==================== demux16_route_flat
demux16_route_flat, gate-type map:
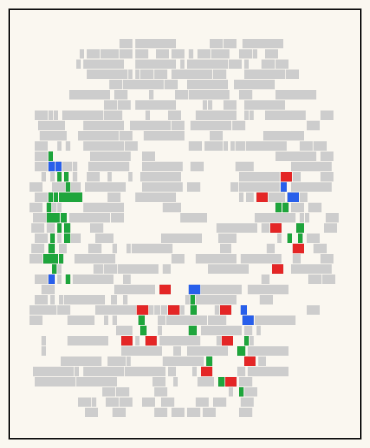

## src/rtl/demux16_route_if.sv

```systemverilog
// demux16_route_if: handshake bundle for the 1-to-3 result demultiplexer.
//   Upstream side : in_data, in_sel, in_valid -> block; in_ready <- block.
//   Channels A/B/C: out_x_data, out_x_valid <- block; out_x_ready -> block.
//   Debug         : cnt_a, cnt_b, cnt_c accepted-transfer counters.
// modport master is the upstream/consumer side, modport slave is the block.
interface demux16_route_if #(
  parameter int WIDTH = 16,
  parameter int CNT_W = 8
);
  logic [WIDTH-1:0] in_data;
  logic [1:0]       in_sel;
  logic             in_valid;
  logic             in_ready;

  logic [WIDTH-1:0] out_a_data;
  logic             out_a_valid;
  logic             out_a_ready;
  logic [WIDTH-1:0] out_b_data;
  logic             out_b_valid;
  logic             out_b_ready;
  logic [WIDTH-1:0] out_c_data;
  logic             out_c_valid;
  logic             out_c_ready;

  logic [CNT_W-1:0] cnt_a;
  logic [CNT_W-1:0] cnt_b;
  logic [CNT_W-1:0] cnt_c;

  modport master (
    output in_data, in_sel, in_valid,
    input  in_ready,
    input  out_a_data, out_a_valid,
    output out_a_ready,
    input  out_b_data, out_b_valid,
    output out_b_ready,
    input  out_c_data, out_c_valid,
    output out_c_ready,
    input  cnt_a, cnt_b, cnt_c
  );

  modport slave (
    input  in_data, in_sel, in_valid,
    output in_ready,
    output out_a_data, out_a_valid,
    input  out_a_ready,
    output out_b_data, out_b_valid,
    input  out_b_ready,
    output out_c_data, out_c_valid,
    input  out_c_ready,
    output cnt_a, cnt_b, cnt_c
  );
endinterface

```

## src/rtl/demux16_route.sv

```systemverilog
// demux16_route: registered 1-to-3 demultiplexer for result-bus values.
//   clk : system clock, all state changes on the rising edge
//   rst : synchronous active-high reset (clears data, valids, counters)
//   bus : demux16_route_if.slave
//         in_data/in_sel/in_valid/in_ready  upstream handshake
//         out_{a,b,c}_{data,valid,ready}    one-entry output channels
//         cnt_{a,b,c}                       accepted-transfer counters
// Each channel holds at most one value. in_ready is the only
// combinational output; it looks at the channel selected by in_sel so a
// full channel whose consumer is taking its value this cycle can be
// refilled on the same edge without a bubble.
module demux16_route #(
  parameter int WIDTH = 16,
  parameter int CNT_W = 8
) (
  input logic            clk,
  input logic            rst,
  demux16_route_if.slave bus
);
  localparam int NCH = 3;

  logic [WIDTH-1:0] data_r [NCH];
  logic [NCH-1:0]   valid_r;
  logic [CNT_W-1:0] cnt_r  [NCH];

  logic [1:0]       sel_idx_s;
  logic [NCH-1:0]   out_ready_s;
  logic [NCH-1:0]   load_s;
  logic [NCH-1:0]   drain_s;
  logic             in_ready_s;
  logic             accept_s;

  assign out_ready_s = {bus.out_c_ready, bus.out_b_ready, bus.out_a_ready};

  // Channel decode: sel 11 falls into the C arm like the source mux.
  always_comb begin
    sel_idx_s = 2'd2;
    case (bus.in_sel)
      2'b00:   sel_idx_s = 2'd0;
      2'b01:   sel_idx_s = 2'd1;
      2'b10:   sel_idx_s = 2'd2;
      default: sel_idx_s = 2'd2;
    endcase
  end

  // Ready/accept and per-channel load/drain strobes.
  always_comb begin
    in_ready_s = !valid_r[sel_idx_s] || out_ready_s[sel_idx_s];
    accept_s   = bus.in_valid && in_ready_s;
    drain_s    = valid_r & out_ready_s;
    load_s     = {NCH{1'b0}};
    for (int i = 0; i < NCH; i++) begin
      if (accept_s && (sel_idx_s == 2'(i))) begin
        load_s[i] = 1'b1;
      end else begin
        load_s[i] = 1'b0;
      end
    end
  end

  // Channel registers: a load wins over a drain so a simultaneous
  // drain+accept keeps valid high with the new value.
  always_ff @(posedge clk) begin
    if (rst) begin
      valid_r <= {NCH{1'b0}};
      for (int i = 0; i < NCH; i++) begin
        data_r[i] <= {WIDTH{1'b0}};
        cnt_r[i]  <= {CNT_W{1'b0}};
      end
    end else begin
      for (int i = 0; i < NCH; i++) begin
        if (load_s[i]) begin
          data_r[i]  <= bus.in_data;
          valid_r[i] <= 1'b1;
          cnt_r[i]   <= cnt_r[i] + CNT_W'(1);
        end else if (drain_s[i]) begin
          valid_r[i] <= 1'b0;
        end else begin
          valid_r[i] <= valid_r[i];
        end
      end
    end
  end

  assign bus.in_ready    = in_ready_s;
  assign bus.out_a_data  = data_r[0];
  assign bus.out_a_valid = valid_r[0];
  assign bus.out_b_data  = data_r[1];
  assign bus.out_b_valid = valid_r[1];
  assign bus.out_c_data  = data_r[2];
  assign bus.out_c_valid = valid_r[2];
  assign bus.cnt_a       = cnt_r[0];
  assign bus.cnt_b       = cnt_r[1];
  assign bus.cnt_c       = cnt_r[2];
endmodule
```

## src/flat_wrapper.sv

```systemverilog
// flat-port wrapper written by rule: the top's interface ports become plain ports
module demux16_route_flat 
#(
  parameter int WIDTH = 16,
  parameter int CNT_W = 8
)
  (clk, rst, bus_in_data, bus_in_sel, bus_in_valid, bus_in_ready, bus_out_a_data, bus_out_a_valid, bus_out_a_ready, bus_out_b_data, bus_out_b_valid, bus_out_b_ready, bus_out_c_data, bus_out_c_valid, bus_out_c_ready, bus_cnt_a, bus_cnt_b, bus_cnt_c);
  demux16_route_if #(.WIDTH(WIDTH), .CNT_W(CNT_W)) bus_i ();
  input logic clk;
  input logic rst;
  input wire logic [$bits(bus_i.in_data)-1:0] bus_in_data;
  input wire logic [$bits(bus_i.in_sel)-1:0] bus_in_sel;
  input wire logic [$bits(bus_i.in_valid)-1:0] bus_in_valid;
  output wire logic [$bits(bus_i.in_ready)-1:0] bus_in_ready;
  output wire logic [$bits(bus_i.out_a_data)-1:0] bus_out_a_data;
  output wire logic [$bits(bus_i.out_a_valid)-1:0] bus_out_a_valid;
  input wire logic [$bits(bus_i.out_a_ready)-1:0] bus_out_a_ready;
  output wire logic [$bits(bus_i.out_b_data)-1:0] bus_out_b_data;
  output wire logic [$bits(bus_i.out_b_valid)-1:0] bus_out_b_valid;
  input wire logic [$bits(bus_i.out_b_ready)-1:0] bus_out_b_ready;
  output wire logic [$bits(bus_i.out_c_data)-1:0] bus_out_c_data;
  output wire logic [$bits(bus_i.out_c_valid)-1:0] bus_out_c_valid;
  input wire logic [$bits(bus_i.out_c_ready)-1:0] bus_out_c_ready;
  output wire logic [$bits(bus_i.cnt_a)-1:0] bus_cnt_a;
  output wire logic [$bits(bus_i.cnt_b)-1:0] bus_cnt_b;
  output wire logic [$bits(bus_i.cnt_c)-1:0] bus_cnt_c;
  assign bus_i.in_data = bus_in_data;
  assign bus_i.in_sel = bus_in_sel;
  assign bus_i.in_valid = bus_in_valid;
  assign bus_in_ready = bus_i.in_ready;
  assign bus_out_a_data = bus_i.out_a_data;
  assign bus_out_a_valid = bus_i.out_a_valid;
  assign bus_i.out_a_ready = bus_out_a_ready;
  assign bus_out_b_data = bus_i.out_b_data;
  assign bus_out_b_valid = bus_i.out_b_valid;
  assign bus_i.out_b_ready = bus_out_b_ready;
  assign bus_out_c_data = bus_i.out_c_data;
  assign bus_out_c_valid = bus_i.out_c_valid;
  assign bus_i.out_c_ready = bus_out_c_ready;
  assign bus_cnt_a = bus_i.cnt_a;
  assign bus_cnt_b = bus_i.cnt_b;
  assign bus_cnt_c = bus_i.cnt_c;
  demux16_route #(.WIDTH(WIDTH), .CNT_W(CNT_W)) u_core (.clk(clk), .rst(rst), .bus(bus_i));
endmodule
```

## config.mk

```make
export PLATFORM = sky130hd
export DESIGN_NAME = demux16_route_flat
export DESIGN_NICKNAME = d
export VERILOG_FILES = /design/src/rtl/demux16_route_if.sv /design/src/rtl/demux16_route.sv /design/src/flat_wrapper.sv
export SDC_FILE = /design/constraint.sdc
export NUM_CORES = 1
export LEC_CHECK = 0
export ABC_AREA = 1
export CAP_MARGIN = 20
export CORE_ASPECT_RATIO = 1.25
export CORE_MARGIN = 5
export CORE_UTILIZATION = 35
export DETAILED_ROUTE_END_ITERATION = 8
export GPL_ROUTABILITY_DRIVEN = 0
export PLACE_DENSITY_LB_ADDON = 0.25
export SYNTH_ARGS = -nofsm -noshare
export SYNTH_HDL_FRONTEND = slang
export SYNTH_SLANG_ARGS = --single-unit
```

## constraint.sdc

```tcl
create_clock -name clk -period 2.71 [get_ports clk]
set_input_delay 0.4065 -clock clk [delete_from_list [all_inputs] [get_ports clk]]
set_output_delay 0.4065 -clock clk [all_outputs]
set_load 0.01 [all_outputs]
```

==================== dqm_deframer
$ cat src/rtl/dqm_pkg.sv
// rtl/dqm_pkg.sv - shared constants and state encoding for the DQM deframer
package dqm_pkg;

   // Header layout: two sync words followed by one quality word
   localparam int SYNC_WIDTH = 32;
   localparam int DQM_WIDTH  = 16;
   localparam int HDR_LEN    = SYNC_WIDTH + DQM_WIDTH;

   // Deframer state enumeration, kept as plain constants for legacy tools
   typedef logic [1:0] state_t;
   localparam state_t ST_SEARCH  = 2'd0;
   localparam state_t ST_DQM     = 2'd1;
   localparam state_t ST_PAYLOAD = 2'd2;
   localparam state_t ST_CHECK   = 2'd3;

endpackage

$ cat src/rtl/dqm_deframer_bit_packer.sv
// rtl/dqm_deframer_bit_packer.sv - 8-bit MSB-first serial-to-parallel packer with flush on last
module dqm_bit_packer (
   input  logic       clk,
   input  logic       rst,
   input  logic       bit_in,
   input  logic       bit_en,
   input  logic       last,
   output logic [7:0] byte_out,
   output logic       byte_valid
);

   logic [7:0] acc;
   logic [7:0] acc_nxt;
   logic [2:0] pos;

   // Place the incoming bit at its MSB-first position in the accumulator
   always_comb begin
      acc_nxt = acc;
      acc_nxt[3'd7 - pos] = bit_in;
   end

   // Emit on the 8th bit or on the frame's last bit (left-justified, zero-padded)
   always_ff @(posedge clk) begin
      if (rst) begin
         acc        <= '0;
         pos        <= '0;
         byte_out   <= '0;
         byte_valid <= 1'b0;
      end else begin
         byte_valid <= 1'b0;
         if (bit_en) begin
            if (pos == 3'd7 || last) begin
               byte_out   <= acc_nxt;
               byte_valid <= 1'b1;
               acc        <= '0;
               pos        <= '0;
            end else begin
               acc <= acc_nxt;
               pos <= pos + 3'd1;
            end
         end
      end
   end

endmodule

$ cat src/rtl/dqm_deframer.sv
// rtl/dqm_deframer.sv - serial DQM frame sync search, flywheel lock and payload unpacking
module dqm_deframer
   import dqm_pkg::*;
#(
   parameter int MISS_LIMIT = 3,
   parameter int SYNC_WIDTH = 32
) (
   input  logic                  clk,
   input  logic                  rst,
   input  logic                  bit_in,
   input  logic                  bit_en,
   input  logic [SYNC_WIDTH-1:0] sync_word,
   input  logic [15:0]           block_size,
   output logic [DQM_WIDTH-1:0]  dqm_word,
   output logic                  dqm_valid,
   output logic [7:0]            byte_out,
   output logic                  byte_valid,
   output logic                  frame_start,
   output logic                  locked,
   output logic [15:0]           frame_count
);

   state_t                state;
   logic [SYNC_WIDTH-1:0] sync_sr;
   logic [SYNC_WIDTH-1:0] cand;
   logic [15:0]           cnt;
   logic [15:0]           blk_lat;
   logic [7:0]            miss;
   logic                  pk_en;
   logic                  pk_last;

   // Window including the bit being accepted this cycle
   assign cand    = {sync_sr[SYNC_WIDTH-2:0], bit_in};
   assign pk_en   = bit_en && (state == ST_PAYLOAD);
   assign pk_last = (cnt == blk_lat - 16'd1);

   // Frame state machine: search, header, payload count, and sync check with flywheel
   always_ff @(posedge clk) begin
      if (rst) begin
         state       <= ST_SEARCH;
         sync_sr     <= '0;
         cnt         <= '0;
         blk_lat     <= '0;
         miss        <= '0;
         dqm_word    <= '0;
         dqm_valid   <= 1'b0;
         frame_start <= 1'b0;
         locked      <= 1'b0;
         frame_count <= '0;
      end else begin
         dqm_valid   <= 1'b0;
         frame_start <= 1'b0;
         if (bit_en) begin
            sync_sr <= cand;
            case (state)
               ST_SEARCH: begin
                  if (cand == sync_word) begin
                     state       <= ST_DQM;
                     cnt         <= '0;
                     blk_lat     <= block_size;
                     frame_start <= 1'b1;
                  end
               end
               ST_DQM: begin
                  if (cnt == 16'(DQM_WIDTH - 1)) begin
                     dqm_word  <= cand[DQM_WIDTH-1:0];
                     dqm_valid <= 1'b1;
                     cnt       <= '0;
                     state     <= (blk_lat == 16'd0) ? ST_CHECK : ST_PAYLOAD;
                  end else begin
                     cnt <= cnt + 16'd1;
                  end
               end
               ST_PAYLOAD: begin
                  if (pk_last) begin
                     cnt   <= '0;
                     state <= ST_CHECK;
                  end else begin
                     cnt <= cnt + 16'd1;
                  end
               end
               default: begin
                  if (cnt == 16'(SYNC_WIDTH - 1)) begin
                     cnt <= '0;
                     if (cand == sync_word) begin
                        locked      <= 1'b1;
                        miss        <= '0;
                        frame_count <= frame_count + 16'd1;
                        state       <= ST_DQM;
                        blk_lat     <= block_size;
                        frame_start <= 1'b1;
                     end else if (miss != 8'(MISS_LIMIT - 1)) begin
                        miss        <= miss + 8'd1;
                        state       <= ST_DQM;
                        blk_lat     <= block_size;
                        frame_start <= 1'b1;
                     end else begin
                        locked <= 1'b0;
                        miss   <= '0;
                        state  <= ST_SEARCH;
                     end
                  end else begin
                     cnt <= cnt + 16'd1;
                  end
               end
            endcase
         end
      end
   end

   dqm_bit_packer u_packer (
      .clk        (clk),
      .rst        (rst),
      .bit_in     (bit_in),
      .bit_en     (pk_en),
      .last       (pk_last),
      .byte_out   (byte_out),
      .byte_valid (byte_valid)
   );

endmodule

$ cat config.mk
export PLATFORM = sky130hd
export DESIGN_NAME = dqm_deframer
export DESIGN_NICKNAME = d
export VERILOG_FILES = /design/src/rtl/dqm_pkg.sv /design/src/rtl/dqm_deframer_bit_packer.sv /design/src/rtl/dqm_deframer.sv
export SDC_FILE = /design/constraint.sdc
export NUM_CORES = 1
export LEC_CHECK = 0
export ABC_CLOCK_PERIOD_IN_PS = 3900
export CELL_PAD_IN_SITES_DETAIL_PLACEMENT = 1
export CELL_PAD_IN_SITES_GLOBAL_PLACEMENT = 1
export CORE_ASPECT_RATIO = 1.4
export CORE_MARGIN = 8
export CORE_UTILIZATION = 41
export DETAILED_ROUTE_END_ITERATION = 8
export PLACE_DENSITY = 0.91
export REMOVE_ABC_BUFFERS = 1
export SETUP_SLACK_MARGIN = 0.15
export SLEW_MARGIN = 20
export SYNTH_ARGS = -nofsm -noshare
export SYNTH_HDL_FRONTEND = slang
export SYNTH_SLANG_ARGS = --single-unit
$ cat constraint.sdc
create_clock -name clk -period 3.9 [get_ports clk]
set_clock_uncertainty 0.05 [all_clocks]
set_input_delay 0.78 -clock clk [delete_from_list [all_inputs] [get_ports clk]]
set_output_delay 0.78 -clock clk [all_outputs]
set_load 0.02 [all_outputs]
==================== alu_modport
File: config.mk
export PLATFORM = sky130hd
export DESIGN_NAME = alu_modport
export DESIGN_NICKNAME = d
export VERILOG_FILES = /design/src/rtl/alu_pkg.sv /design/src/rtl/alu_core.sv /design/src/rtl/alu_modport.sv
export SDC_FILE = /design/constraint.sdc
export NUM_CORES = 1
export LEC_CHECK = 0
export ABC_AREA = 1
export CAP_MARGIN = 20
export CORE_MARGIN = 5
export CORE_UTILIZATION = 40
export DETAILED_ROUTE_END_ITERATION = 16
export DONT_BUFFER_PORTS = 1
export GPL_TIMING_DRIVEN = 0
export PLACE_DENSITY = 0.65
export SLEW_MARGIN = 40
export SYNTH_ARGS = -nofsm -noshare
export SYNTH_HDL_FRONTEND = slang
export SYNTH_HIERARCHICAL = 1
export SYNTH_SLANG_ARGS = --single-unit
File: constraint.sdc
create_clock -name clk -period 1.9 [get_ports clk]
set_clock_uncertainty 0.1 [all_clocks]
set_input_delay 0.19 -clock clk [delete_from_list [all_inputs] [get_ports clk]]
set_output_delay 0.19 -clock clk [all_outputs]
set_load 0.05 [all_outputs]
File: src/rtl/alu_pkg.sv
// alu_pkg: shared definitions for the 4-bit registered ALU.
//   WIDTH    - operand/result width (fixed at 4 by the alu_inf interface)
//   SEL_W    - opcode width
//   alu_op_e - opcode encoding, 0..7 in listed order
//   alu_compute(a, b, op) - combinational ALU function. The core uses it,
//   and a reference model may call it too. Arithmetic is modulo 2^WIDTH.
//   Carry, borrow and shifted-out bits are dropped.
package alu_pkg;

    localparam int WIDTH = 4;
    localparam int SEL_W = 3;

    typedef enum logic [SEL_W-1:0] {
        OP_ADD = 3'd0,
        OP_SUB = 3'd1,
        OP_AND = 3'd2,
        OP_OR  = 3'd3,
        OP_XOR = 3'd4,
        OP_NOT = 3'd5,
        OP_SHL = 3'd6,
        OP_SHR = 3'd7
    } alu_op_e;

    function automatic logic [WIDTH-1:0] alu_compute(
        input logic [WIDTH-1:0] a,
        input logic [WIDTH-1:0] b,
        input alu_op_e          op
    );
        logic [WIDTH-1:0] r;
        r = '0;
        case (op)
            OP_ADD:  r = a + b;
            OP_SUB:  r = a - b;
            OP_AND:  r = a & b;
            OP_OR:   r = a | b;
            OP_XOR:  r = a ^ b;
            OP_NOT:  r = ~a;
            OP_SHL:  r = {a[WIDTH-2:0], 1'b0};
            OP_SHR:  r = {1'b0, a[WIDTH-1:1]};
            // X/Z on sel lands here. Propagate X so that bad selects are not masked.
            default: r = 'x;
        endcase
        return r;
    endfunction

endpackage

File: src/rtl/alu_core.sv
// alu_core: purely combinational next-result logic.
//   a      - operand A
//   b      - operand B
//   sel    - operation select (alu_op_e encoding)
//   result - computed value, unregistered
module alu_core
    import alu_pkg::*;
(
    input  logic [WIDTH-1:0] a,
    input  logic [WIDTH-1:0] b,
    input  logic [SEL_W-1:0] sel,
    output logic [WIDTH-1:0] result
);

    always_comb begin
        result = alu_compute(a, b, alu_op_e'(sel));
    end

endmodule

File: src/rtl/alu_modport.sv
// alu_modport: 4-bit, 8-function ALU with a registered result.
//   clk    - clock, rising edge active
//   reset  - synchronous reset, active-high. It has priority over the op captured on the same edge.
//   A, B   - operands
//   sel    - operation select (alu_op_e encoding)
//   Result - registered result. It updates on the edge that captures A/B/sel.
// There is no handshake. Every non-reset edge loads a new result.
module alu_modport
    import alu_pkg::*;
(
    input  logic             clk,
    input  logic             reset,
    input  logic [WIDTH-1:0] A,
    input  logic [WIDTH-1:0] B,
    input  logic [SEL_W-1:0] sel,
    output logic [WIDTH-1:0] Result
);

    logic [WIDTH-1:0] next_result;

    alu_core u_core (
        .a      (A),
        .b      (B),
        .sel    (sel),
        .result (next_result)
    );

    always_ff @(posedge clk) begin
        if (reset) begin
            Result <= '0;
        end else begin
            Result <= next_result;
        end
    end

endmodule

==================== mem_port_arbiter_flat
**config.mk**
```make
export PLATFORM = sky130hd
export DESIGN_NAME = mem_port_arbiter_flat
export DESIGN_NICKNAME = d
export VERILOG_FILES = /design/src/rtl/mem_port_arbiter_if.sv /design/src/rtl/mem_port_arbiter.sv /design/src/flat_wrapper.sv
export SDC_FILE = /design/constraint.sdc
export NUM_CORES = 1
export LEC_CHECK = 0
export ABC_AREA = 1
export CAP_MARGIN = 20
export CELL_PAD_IN_SITES_DETAIL_PLACEMENT = 1
export CELL_PAD_IN_SITES_GLOBAL_PLACEMENT = 1
export CORE_ASPECT_RATIO = 0.9
export CORE_UTILIZATION = 11
export CTS_CLUSTER_DIAMETER = 150
export DETAILED_ROUTE_END_ITERATION = 8
export GPL_TIMING_DRIVEN = 0
export PLACE_DENSITY = 0.89
export SLEW_MARGIN = 20
export SYNTH_ARGS = -nofsm -noshare
export SYNTH_HDL_FRONTEND = slang
export SYNTH_SLANG_ARGS = --single-unit
```
**constraint.sdc**
```tcl
create_clock -name clk -period 2.6 [get_ports clk]
set_clock_uncertainty 0.2 [all_clocks]
set_input_delay 0.39 -clock clk [delete_from_list [all_inputs] [get_ports clk]]
set_output_delay 0.39 -clock clk [all_outputs]
set_load 0.1 [all_outputs]
```
**src/rtl/mem_port_arbiter_if.sv**
```systemverilog
// Bundle of every request, response, memory and MMIO signal of the
// fetch / load-store memory port arbiter.
// slave  : the arbiter side (takes requests, drives memory and MMIO).
// master : the requester / memory side (drives requests and mem_rdata).
interface mem_port_arbiter_if #(
  parameter int MEMORY_BITS = 10
);
  // Fetch requester
  logic                   if_req_valid;
  logic [31:0]            if_addr;
  logic                   if_req_ready;
  logic                   if_resp_valid;
  logic [31:0]            if_rdata;
  // Load/store requester
  logic                   d_req_valid;
  logic                   d_we;
  logic [3:0]             d_be;
  logic [31:0]            d_addr;
  logic [31:0]            d_wdata;
  logic                   d_req_ready;
  logic                   d_resp_valid;
  logic [31:0]            d_rdata;
  // Single-port word memory
  logic                   mem_en;
  logic                   mem_we;
  logic [3:0]             mem_be;
  logic [MEMORY_BITS-1:0] mem_addr;
  logic [31:0]            mem_wdata;
  logic [31:0]            mem_rdata;
  // MMIO side effects
  logic                   mmio_putc_valid;
  logic [7:0]             mmio_putc_char;
  logic                   mmio_exit_valid;
  logic [31:0]            mmio_exit_code;

  modport slave (
    input  if_req_valid, if_addr,
    output if_req_ready, if_resp_valid, if_rdata,
    input  d_req_valid, d_we, d_be, d_addr, d_wdata,
    output d_req_ready, d_resp_valid, d_rdata,
    output mem_en, mem_we, mem_be, mem_addr, mem_wdata,
    input  mem_rdata,
    output mmio_putc_valid, mmio_putc_char, mmio_exit_valid, mmio_exit_code
  );

  modport master (
    output if_req_valid, if_addr,
    input  if_req_ready, if_resp_valid, if_rdata,
    output d_req_valid, d_we, d_be, d_addr, d_wdata,
    input  d_req_ready, d_resp_valid, d_rdata,
    input  mem_en, mem_we, mem_be, mem_addr, mem_wdata,
    output mem_rdata,
    input  mmio_putc_valid, mmio_putc_char, mmio_exit_valid, mmio_exit_code
  );
endinterface

```
**src/rtl/mem_port_arbiter.sv**
```systemverilog
// Shares one single-port synchronous word memory between the instruction
// fetch requester and the load/store requester, one grant per cycle, with
// the read response one cycle after the grant. Stores to the console and
// exit MMIO addresses are turned into one-cycle pulses instead of memory
// writes.
// Optional build macro: ARB_STATS_EN adds free-running grant/conflict
// counters (stat_if_grants, stat_d_grants, stat_conflicts).
//
// Handshake: a requester raises *_req_valid and holds valid, address and
// data stable until it sees *_req_ready high; ready high means the request
// is consumed at that rising edge. At most one ready is high per cycle.
// The matching *_resp_valid is high for exactly the cycle after that edge.
module mem_port_arbiter #(
  parameter int          MEMORY_LEN      = 1024,
  parameter int          MEMORY_BITS     = $clog2(MEMORY_LEN),
  parameter int          MAX_DATA_STREAK = 4,
  parameter logic [31:0] MMIO_PUTC_ADDR  = 32'hFFFF0000,
  parameter logic [31:0] MMIO_EXIT_ADDR  = 32'hABCD0000
) (
  input  logic                 clk,
  input  logic                 rst,
  mem_port_arbiter_if.slave    bus,
  output logic [1:0]           dbg_owner_o
`ifdef ARB_STATS_EN
  ,
  output logic [31:0]          stat_if_grants,
  output logic [31:0]          stat_d_grants,
  output logic [31:0]          stat_conflicts
`endif
);

  // Who owns the response slot in the cycle after a grant.
  typedef enum logic [1:0] {
    OWN_NONE = 2'd0,
    OWN_IF   = 2'd1,
    OWN_D    = 2'd2
  } owner_e;

  localparam logic [3:0] STREAK_MAX = 4'(MAX_DATA_STREAK);

  owner_e     owner_q, owner_d;
  logic       d_store_q, d_store_d;
  logic [3:0] streak_q, streak_d;

  logic       grant_if;
  logic       grant_d;
  logic       streak_full;
  logic       is_putc;
  logic       is_exit;
  logic       mmio_store;

  // Address bits outside the word index are not used by the memory path.
  logic unused_if_addr_bits;
  assign unused_if_addr_bits = ^{bus.if_addr[31:MEMORY_BITS+2], bus.if_addr[1:0]};

  // Arbitration: data wins unless fetch has waited MAX_DATA_STREAK data
  // grants in a row; reset blocks every grant so outputs drop at once.
  always_comb begin
    streak_full = (streak_q == STREAK_MAX);
    grant_d     = 1'b0;
    grant_if    = 1'b0;
    if (!rst) begin
      grant_d  = bus.d_req_valid && !(bus.if_req_valid && streak_full);
      grant_if = bus.if_req_valid && !grant_d;
    end
    is_putc    = (bus.d_addr == MMIO_PUTC_ADDR);
    is_exit    = (bus.d_addr == MMIO_EXIT_ADDR);
    mmio_store = bus.d_we && (is_putc || is_exit);
  end

  // Request-side outputs: readies, memory strobe and MMIO pulses.
  always_comb begin
    bus.if_req_ready    = grant_if;
    bus.d_req_ready     = grant_d;
    bus.mem_en          = 1'b0;
    bus.mem_we          = 1'b0;
    bus.mem_be          = 4'h0;
    bus.mem_addr        = '0;
    bus.mem_wdata       = 32'h0;
    bus.mmio_putc_valid = 1'b0;
    bus.mmio_putc_char  = 8'h0;
    bus.mmio_exit_valid = 1'b0;
    bus.mmio_exit_code  = 32'h0;
    if (grant_if) begin
      bus.mem_en   = 1'b1;
      bus.mem_be   = 4'hF;
      bus.mem_addr = bus.if_addr[MEMORY_BITS+1:2];
    end else if (grant_d) begin
      if (mmio_store) begin
        bus.mmio_putc_valid = is_putc;
        bus.mmio_putc_char  = is_putc ? bus.d_wdata[7:0] : 8'h0;
        bus.mmio_exit_valid = is_exit;
        bus.mmio_exit_code  = is_exit ? bus.d_wdata : 32'h0;
      end else begin
        bus.mem_en    = 1'b1;
        bus.mem_we    = bus.d_we;
        bus.mem_be    = bus.d_we ? bus.d_be : 4'hF;
        bus.mem_addr  = bus.d_addr[MEMORY_BITS+1:2];
        bus.mem_wdata = bus.d_we ? bus.d_wdata : 32'h0;
      end
    end
  end

  // Next owner, store flag and fetch-starvation streak.
  always_comb begin
    owner_d   = OWN_NONE;
    d_store_d = 1'b0;
    streak_d  = streak_q;
    if (grant_if) begin
      owner_d = OWN_IF;
    end else if (grant_d) begin
      owner_d   = OWN_D;
      d_store_d = bus.d_we;
    end
    if (!bus.if_req_valid || grant_if) begin
      streak_d = 4'h0;
    end else if (grant_d && !streak_full) begin
      streak_d = streak_q + 4'h1;
    end
  end

  // Response owner and streak registers.
  always_ff @(posedge clk or posedge rst) begin
    if (rst) begin
      owner_q   <= OWN_NONE;
      d_store_q <= 1'b0;
      streak_q  <= 4'h0;
    end else begin
      owner_q   <= owner_d;
      d_store_q <= d_store_d;
      streak_q  <= streak_d;
    end
  end

  // Response steering: memory data goes to whichever requester owns the slot;
  // stores (including MMIO) answer with zero data.
  always_comb begin
    bus.if_resp_valid = (owner_q == OWN_IF);
    bus.d_resp_valid  = (owner_q == OWN_D);
    bus.if_rdata      = (owner_q == OWN_IF) ? bus.mem_rdata : 32'h0;
    bus.d_rdata       = (owner_q == OWN_D && !d_store_q) ? bus.mem_rdata : 32'h0;
    dbg_owner_o       = owner_q;
  end

`ifdef ARB_STATS_EN
  // Free-running event counters, wrapping at 2^32.
  always_ff @(posedge clk or posedge rst) begin
    if (rst) begin
      stat_if_grants <= 32'h0;
      stat_d_grants  <= 32'h0;
      stat_conflicts <= 32'h0;
    end else begin
      if (grant_if) stat_if_grants <= stat_if_grants + 32'h1;
      if (grant_d) stat_d_grants <= stat_d_grants + 32'h1;
      if (bus.if_req_valid && bus.d_req_valid) stat_conflicts <= stat_conflicts + 32'h1;
    end
  end
`endif

endmodule

```
**src/flat_wrapper.sv**
```systemverilog
// flat-port wrapper written by rule: the top's interface ports become plain ports
module mem_port_arbiter_flat 
#(
  parameter int          MEMORY_LEN      = 1024,
  parameter int          MEMORY_BITS     = $clog2(MEMORY_LEN),
  parameter int          MAX_DATA_STREAK = 4,
  parameter logic [31:0] MMIO_PUTC_ADDR  = 32'hFFFF0000,
  parameter logic [31:0] MMIO_EXIT_ADDR  = 32'hABCD0000
)
  (clk, rst, dbg_owner_o, bus_if_req_valid, bus_if_addr, bus_if_req_ready, bus_if_resp_valid, bus_if_rdata, bus_d_req_valid, bus_d_we, bus_d_be, bus_d_addr, bus_d_wdata, bus_d_req_ready, bus_d_resp_valid, bus_d_rdata, bus_mem_en, bus_mem_we, bus_mem_be, bus_mem_addr, bus_mem_wdata, bus_mem_rdata, bus_mmio_putc_valid, bus_mmio_putc_char, bus_mmio_exit_valid, bus_mmio_exit_code);
  mem_port_arbiter_if #(.MEMORY_BITS(MEMORY_BITS)) bus_i ();
  input  logic clk;
  input  logic rst;
  output logic [1:0] dbg_owner_o;
  input wire logic [$bits(bus_i.if_req_valid)-1:0] bus_if_req_valid;
  input wire logic [$bits(bus_i.if_addr)-1:0] bus_if_addr;
  output wire logic [$bits(bus_i.if_req_ready)-1:0] bus_if_req_ready;
  output wire logic [$bits(bus_i.if_resp_valid)-1:0] bus_if_resp_valid;
  output wire logic [$bits(bus_i.if_rdata)-1:0] bus_if_rdata;
  input wire logic [$bits(bus_i.d_req_valid)-1:0] bus_d_req_valid;
  input wire logic [$bits(bus_i.d_we)-1:0] bus_d_we;
  input wire logic [$bits(bus_i.d_be)-1:0] bus_d_be;
  input wire logic [$bits(bus_i.d_addr)-1:0] bus_d_addr;
  input wire logic [$bits(bus_i.d_wdata)-1:0] bus_d_wdata;
  output wire logic [$bits(bus_i.d_req_ready)-1:0] bus_d_req_ready;
  output wire logic [$bits(bus_i.d_resp_valid)-1:0] bus_d_resp_valid;
  output wire logic [$bits(bus_i.d_rdata)-1:0] bus_d_rdata;
  output wire logic [$bits(bus_i.mem_en)-1:0] bus_mem_en;
  output wire logic [$bits(bus_i.mem_we)-1:0] bus_mem_we;
  output wire logic [$bits(bus_i.mem_be)-1:0] bus_mem_be;
  output wire logic [$bits(bus_i.mem_addr)-1:0] bus_mem_addr;
  output wire logic [$bits(bus_i.mem_wdata)-1:0] bus_mem_wdata;
  input wire logic [$bits(bus_i.mem_rdata)-1:0] bus_mem_rdata;
  output wire logic [$bits(bus_i.mmio_putc_valid)-1:0] bus_mmio_putc_valid;
  output wire logic [$bits(bus_i.mmio_putc_char)-1:0] bus_mmio_putc_char;
  output wire logic [$bits(bus_i.mmio_exit_valid)-1:0] bus_mmio_exit_valid;
  output wire logic [$bits(bus_i.mmio_exit_code)-1:0] bus_mmio_exit_code;
  assign bus_i.if_req_valid = bus_if_req_valid;
  assign bus_i.if_addr = bus_if_addr;
  assign bus_if_req_ready = bus_i.if_req_ready;
  assign bus_if_resp_valid = bus_i.if_resp_valid;
  assign bus_if_rdata = bus_i.if_rdata;
  assign bus_i.d_req_valid = bus_d_req_valid;
  assign bus_i.d_we = bus_d_we;
  assign bus_i.d_be = bus_d_be;
  assign bus_i.d_addr = bus_d_addr;
  assign bus_i.d_wdata = bus_d_wdata;
  assign bus_d_req_ready = bus_i.d_req_ready;
  assign bus_d_resp_valid = bus_i.d_resp_valid;
  assign bus_d_rdata = bus_i.d_rdata;
  assign bus_mem_en = bus_i.mem_en;
  assign bus_mem_we = bus_i.mem_we;
  assign bus_mem_be = bus_i.mem_be;
  assign bus_mem_addr = bus_i.mem_addr;
  assign bus_mem_wdata = bus_i.mem_wdata;
  assign bus_i.mem_rdata = bus_mem_rdata;
  assign bus_mmio_putc_valid = bus_i.mmio_putc_valid;
  assign bus_mmio_putc_char = bus_i.mmio_putc_char;
  assign bus_mmio_exit_valid = bus_i.mmio_exit_valid;
  assign bus_mmio_exit_code = bus_i.mmio_exit_code;
  mem_port_arbiter #(.MEMORY_LEN(MEMORY_LEN), .MEMORY_BITS(MEMORY_BITS), .MAX_DATA_STREAK(MAX_DATA_STREAK), .MMIO_PUTC_ADDR(MMIO_PUTC_ADDR), .MMIO_EXIT_ADDR(MMIO_EXIT_ADDR)) u_core (.clk(clk), .rst(rst), .bus(bus_i), .dbg_owner_o(dbg_owner_o));
endmodule
```
demux16_route_flat, congestion heat map:
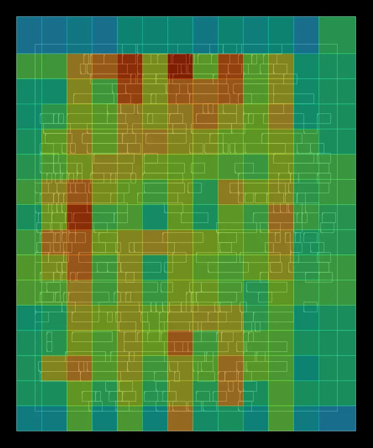
Total Routing Usage GR: 0.131
GRT Max-Usage Layer: met2

demux16_route_flat, placement density heat map:
9 x 11 tiles, from white (low) to dark blue (high), 0 to 100% covered.
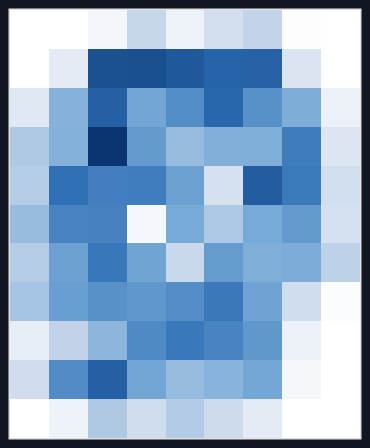
12% of the tiles are nearly empty. The fullest tile reaches 98%. The emptiest ninth of the die: bottom right. The mean over all tiles is 40%.

About 'gate-type map' of demux16_route_flat:
Key: green = NAND gates [cells 34, most used nand2_1]; red = XOR/XNOR gates [cells 15, most used xor2_1]; blue = inverting AOI/OAI gates [cells 8]

==> GITHUB_STEP_SUMMARY, demux16_route_flat <==
## PnR job results

| Metric | Value |
|---|---|
| Flip-flops with a built-in enable | 72 |
| Post-synthesis cell count | 218 |
| Status | finished, final reports clean |
| Hold Crit Class | reg -> reg |
| Max-slew violations | 0 |
| CP bufs+invs | 3 |
| Synth top cells by count | edfxtp_1 (72), inv_1 (31), nor2_1 (28), nand2_1 (17), nor2_2 (16) |
| Final ANT Viol Nets | 0 |
| # Taps | roughly 97 |
| Xor+xnor area frac | 0.0437 |
| Largest net degree at the start of global routing | 29 |
| Core Density at Floorplan | 0.361 |
| Total power | 2730 uW |
| Post-Synth AOI/OAI Area | 0.0171 |
| Inverters, non-clock | 31 |
| Vias in the first global route | 2060 |
| Final hold vios | 0 |
| Worst setup EP type | primary output |
| Post-synth top area cell | edfxtp_1 |
| First-pass GRT wire length | 10.3 mm |
| Flops | 75 |
| Period utilisation layout | 0.854 |
| RSZ-0062 raised after global routing | false |
| PortBufs | 99 |
| R2R setup slack | ~1200 ps |
| Least-Margin Pin Slew | 385 ps |
| Crit path to | bus_in_ready |
| Most numerous cell in the Yosys netlist | edfxtp_1 |
| Clk buf depth | 2 |
| Metal3 WL | roughly 460 um |
| Max rail drop VDD | 0.325 mV |
| ClkCell Share | 0.0519 |
| Synth mux share | 0 |
| Comb area share | 0.143 |
| Worst Setup SP | bus_in_sel[1] |
| Yosys chip area | around 0.0030 mm2 |
| Final instance area | 0.00436 mm2 |
| Pwr/cell area | 626 mW/mm2 |
| CP dominant cell by count | clkdlybuf4s50_1 |
| Post-Route M1 WL | around 2.3 mm |
| Post-CTS Setup Bufs | 0 |
| OpenROAD warning count | 26 |
| CP Max Fanout | 5 |
| Adders+Majority by Area | 0.0125 |
## demux16_route_flat: stage by stage
stage | utilization | setup WS [ps]
floorplan | - | 919
global placement | 0.497 | 462
detailed placement | 0.497 | 401
CTS | 0.524 | 394
global route | 0.524 | 295
finish | 0.524 | 396
## demux16_route_flat: report_power, final
group	total (uW)	switching [uW]	leakage (uW)	internal (uW)
Clock	952	409	0.000108	543
Combinational	370	170	0.000777	200
Sequential	1410	45.0	0.000778	1360
## demux16_route_flat: registers in the layout, indices dropped and copies added (netlist names)
signal / cells
u_core.cnt_r: 24
u_core.valid_r: 3
u_core.data_r: 48
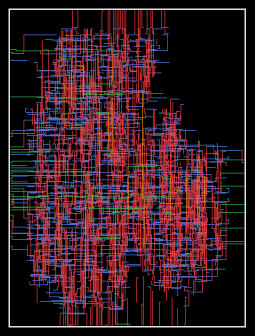
dqm_deframer: routed metal, one color a layer
Key: red = met2 [wire length 11600 um]; green = met3 [wire length 848 um]; orange = met4 [wire length 619 um]; blue = met1 [wire length 7600 um]

==> GITHUB_STEP_SUMMARY, dqm_deframer <==
## PnR job results

| Metric | Value |
|---|---|
| Status | finished, final reports clean |
| RSZ-0062 raised after global routing | false |
| Post-CTS Setup Bufs | 0 |
| Crit path to | blk_lat[15] |
| Post-layout nets | about 900 |
| CP Launch Type | input pin |
| Area share, top type | 0.401 |
| R2r endpoint | cnt[13] |
| Max-Slew Margin vs Limit | 0.528 |
| Most numerous cell in the Yosys netlist | dfxtp_1 |
| Clock transition at the registers of the reported paths | 60 ps |
| Met2 usage | 0.409 |
| Max-cap violations | 0 |
| Pleak | 0.00330 uW |
| Initial antenna violation count | 0 |
| H-tree levels | 4 |
| Comb. pwr | approximately 120 uW |
| Final core occ | 0.529 |
| Metal3 WL | 848 um |
| Inverters, non-clock | 12 |
| PostCTS Resize Cnt | 0 |
| Hold Crit Class | reg -> reg |
| Setup_tns | 0 ps |
| # hold bufs at CTS | 0 |
| Rows | ~54 |
| Cell count along the critical path | 10 |
| Clk buf depth | 2 |
| Syn Area/Cell | roughly 8.6 um2 |
| Cells on Worst Hold Path | 2 |
| DP Cell Count | 1010 |
| Cell family with most CP delay | simple AND/OR/NAND/NOR gates |
| Max-slew violations | 0 |
| Worst setup EP type | flip-flop |
| Post-synth regs | 128 |
-- dqm_deframer: cell families after synthesis --
kind of cell,count (synthesis),share of synthesized area
flip-flops,128,0.401
multiplexers,56,0.0878
AND/OR/NAND/NOR,314,0.244
buffers and inverters,54,0.0337
XOR/XNOR,76,0.104
adder cells (fa/ha/maj),11,0.0215
AND-OR/OR-AND,105,0.108
-- dqm_deframer: through the flow --
step	power, uW	hold slack [ps]	worst slack (ps)
2_1_floorplan	1360	416	881
3_3_place_gp	1460	388	327
3_5_place_dp	1460	399	168
4_1_cts	3130	412	554
5_1_grt	3200	428	386
6_report	3110	406	542
mem_port_arbiter_flat, gate-type map:
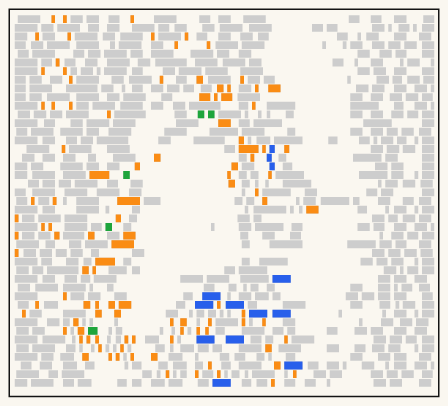
Key: blue = inverting AOI/OAI gates [cells 13, most used o21ai_4]; orange = NAND gates [cells 105, most used nand2_1]; green = AND and OR gates [cells 5, most used or2_2]

mem_port_arbiter_flat, routed metal, one color a layer:
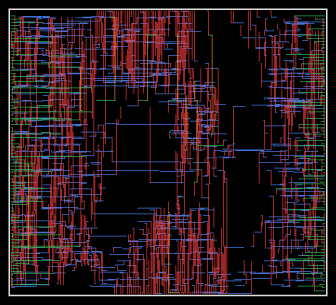
Key: orange = met4 [wire length 323 um]; blue = met1 [wire length 4860 um]; red = met2 [wire length 8650 um]; green = met3 [wire length 1330 um]

==> GITHUB_STEP_SUMMARY, mem_port_arbiter_flat <==
## PnR job results

| Metric | Value |
|---|---|
| Status | finished with violations |
| Failing checks | negative setup slack |
| Comb gates | 292 |
| Final Setup Violations | 63 |
| GRT Max-Usage Layer | met2 |
| Total power | roughly 1700 uW |
| Power share of the combinational group | 0.769 |
| Setup_tns | -2040 ps |
| Slack of the critical path | -68.0 ps |
| Async S/R FF share, synth | 1.00 |
| Synth Seq Share | 0.101 |
| Flop share of the area | 0.0230 |
| Dpl hpwl | 10.7 mm |
| Initial antenna violation count | 0 |
| Max-cap violations | 0 |
| Biggest register | u_core.streak_q |
| Clock transition at the registers of the reported paths | 40 ps |
| Pleak | around 0.0032 uW |
| CP dominant cell by count | nor2_4 |
| Worst slack, placed | -1350 ps |
| Seq pwr | 118 uW |
## mem_port_arbiter_flat: final timing paths
kind | from | slack, ps | to | cells after the start
min | u_core.streak_q[0] | 420 | u_core.streak_q[0] | 2
max reg2reg | u_core.streak_q[0] | 380 | u_core.streak_q[3] | 14
min reg2reg | u_core.streak_q[0] | 420 | u_core.streak_q[0] | 2
max in group asynchronous | rst | 1580 | u_core.dbg_owner_o[0] | 3
min in group asynchronous | rst | 480 | u_core.streak_q[3] | 3
max | u_core.streak_q[0] | -70 | bus_mem_wdata[1] | 13
alu_modport, routed metal, one color a layer:
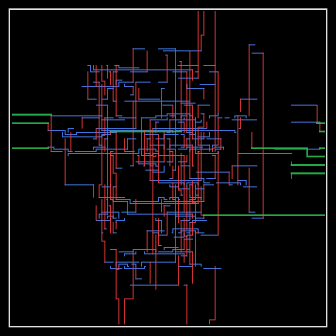
Key: green = met3 [wire length 75.0 um]; blue = met1 [wire length 592 um]; red = met2 [wire length 719 um]

alu_modport, placement density heat map:
10 x 10 tiles, from white (low) to dark blue (high), 0 to 100% covered.
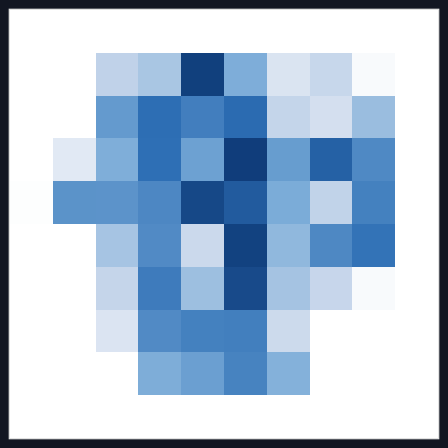
The mean over all tiles is 27%. 8.0% of the tiles are over 75% full. 47% of the tiles are nearly empty. The emptiest ninth of the die: bottom right. The densest ninth of the die: middle.

==> GITHUB_STEP_SUMMARY, alu_modport <==
## PnR job results

| Metric | Value |
|---|---|
| Cells on Worst Hold Path | 3 |
| CTS root buffer | clkbuf_4 |
| Syn Area/Cell | 6.52 um2 |
| Status | finished, final reports clean |
| Flip-flops with a built-in enable | 0 |
| Post-synth top area cell | ha_1 |
| Metal3 WL | 74 um |
| Core Density at Floorplan | 0.410 |
| Comb area share | 0.683 |
| Comb gates | 77 |
| Met3 Use GR | 0.0146 |
| Met2 wire length | roughly 720 um |
| CTS Buf Count | 3 |
| Top cells by area | ha_1 (22%), dfxtp_1 (12%), inv_1 (12%) |
| Period utilisation layout | 0.879 |
| Slack of the critical path | 229 ps |
| Cell family with most CP delay | simple AND/OR/NAND/NOR gates |
| Dpl hpwl | 1.19 mm |
| OpenROAD warning count | 31 |
| Post-Route M1 WL | approximately 590 um |
| Initial DRT Pass Iterations | 4 |
| Clock-net power | approximately 100 uW |
| Pwr top | combinational logic |
| RSZ-0062 raised after global routing | false |
| Core area | 0.00167 mm2 |
| Achievable Freq | approximately 600 MHz |
| Synthesized area | 684 um2 |
| Area share, top type | 0.219 |
| Worst setup EP type | flip-flop |
| Simple Share, Synth | 0.351 |
| Max-Slew Margin vs Limit | 0.684 |
| Flop share of the area | 0.108 |
| Max rail drop VDD | 0.192 mV |
| Sequential cell area | approximately 80 um2 |
| Instance area at placement | 706 um2 |
| Final instance area | 742 um2 |
| Top Metal Used | met3 |
| Critical path's largest stage delay | between 200 and 300 ps |
| Most common logic cells in the final layout | inv_1 (21), nor2_1 (19), nand2_1 (15) |
| Wirelength per Cell | 11.0 um |
| Pleak | about 0.00042 uW |
| Setup_tns | 0 ps |
| # Taps | 17 |
| Synth Seq Share | 0.117 |
| DR iter-0 viols | 26 |
| PortBufs | 0 |
| Slowest stage cell, crit path | ha_1 |
| Logic area | 507 um2 |
| Total gr overflow | 0 |
| Final hold vios | 0 |
| Chip area | 0.00264 mm2 |
| Die Span Y | 51.4 um |
| # Cells Yosys | 105 |
| Synth cell types | 22 |
| Share of layout cells above drive strength 1 | 0.138 |
| Largest net degree at the start of global routing | 10 |
| Synth warnings | 6 |
| Met2 usage | 0.191 |
| GRT Max-Usage Layer | met2 |
| Synth top cells by count | inv_1 (21), nor2_1 (19), nand2_1 (15), ha_1 (12), a21oi_1 (6) |
-- alu_modport: path summary, 6_finish.rpt --
kind   endpoint  slack [ps]
max   Result[3]         230
min   Result[0]         100
-- alu_modport: per-stage QoR --
| stage | hold WS (ps) | total power (uW) | std cells |
|---|---|---|---|
| 2_1_floorplan | 161 | 235 | 105 |
| 5_1_grt | 135 | 393 | 126 |
| 6_report | 98.9 | 362 | 126 |
| 3_3_place_gp | 163 | 256 | 122 |
| 4_1_cts | 89.7 | 370 | 126 |
| 3_5_place_dp | 164 | 260 | 122 |

## Gallery

The metal 2 layer.
panel A
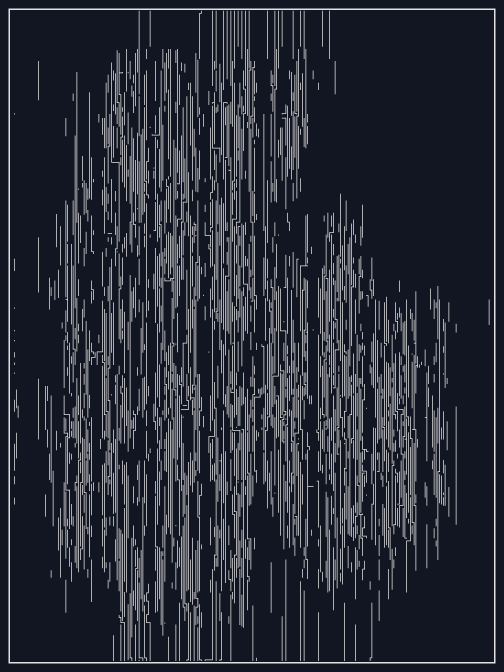
panel B
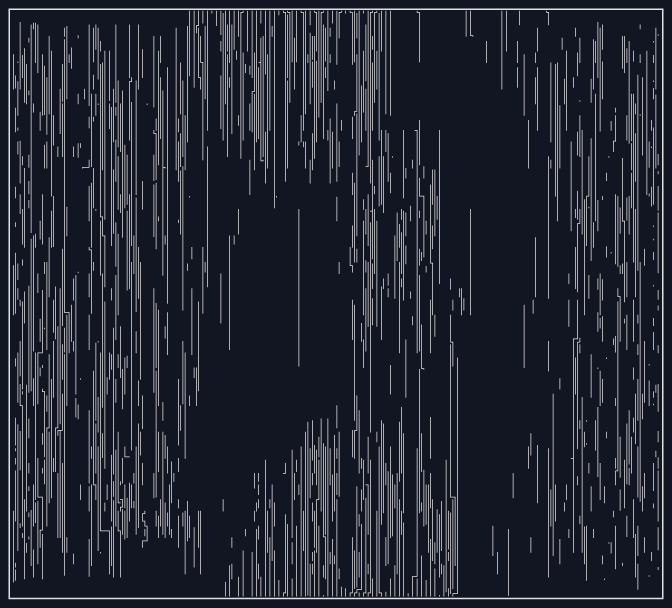
panel C
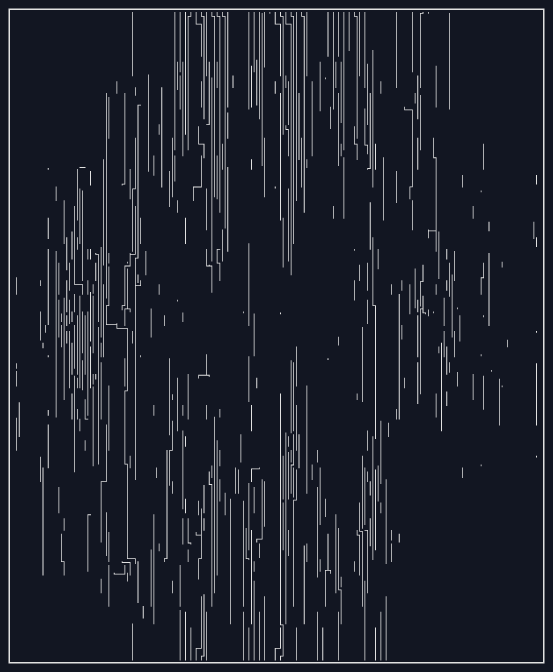
panel D
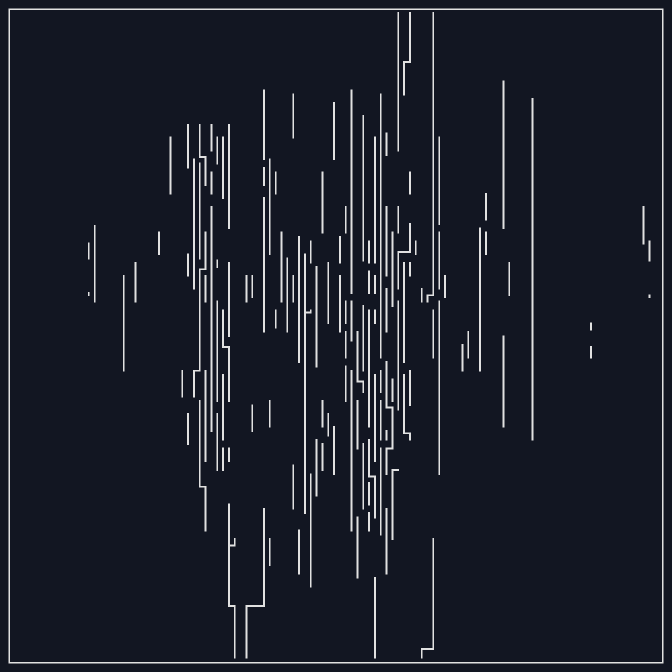
- panel C = demux16_route_flat
- panel B = mem_port_arbiter_flat
- panel D = alu_modport
- panel A = dqm_deframer

Key to panel D:
The layer carries 719 um of wire. 103 nets have wire on it.



==> layout pictures side by side <==
Congestion heat map.
image #1
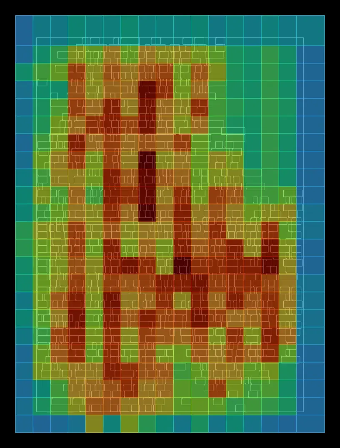
image #2
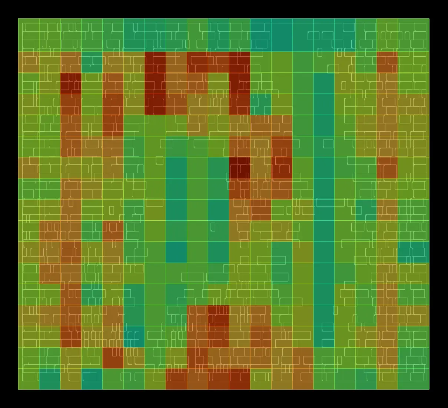
image #3
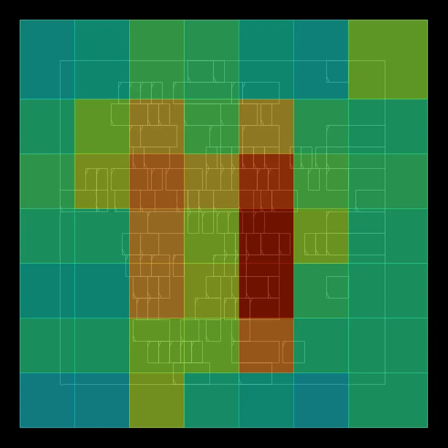
- image #2 = mem_port_arbiter_flat
- image #1 = dqm_deframer
- image #3 = alu_modport
Of these, least wire per cell: image #3
Of these, lowest utilization: image #3

No activity file was given, so power comes from the tool's default toggle rates.
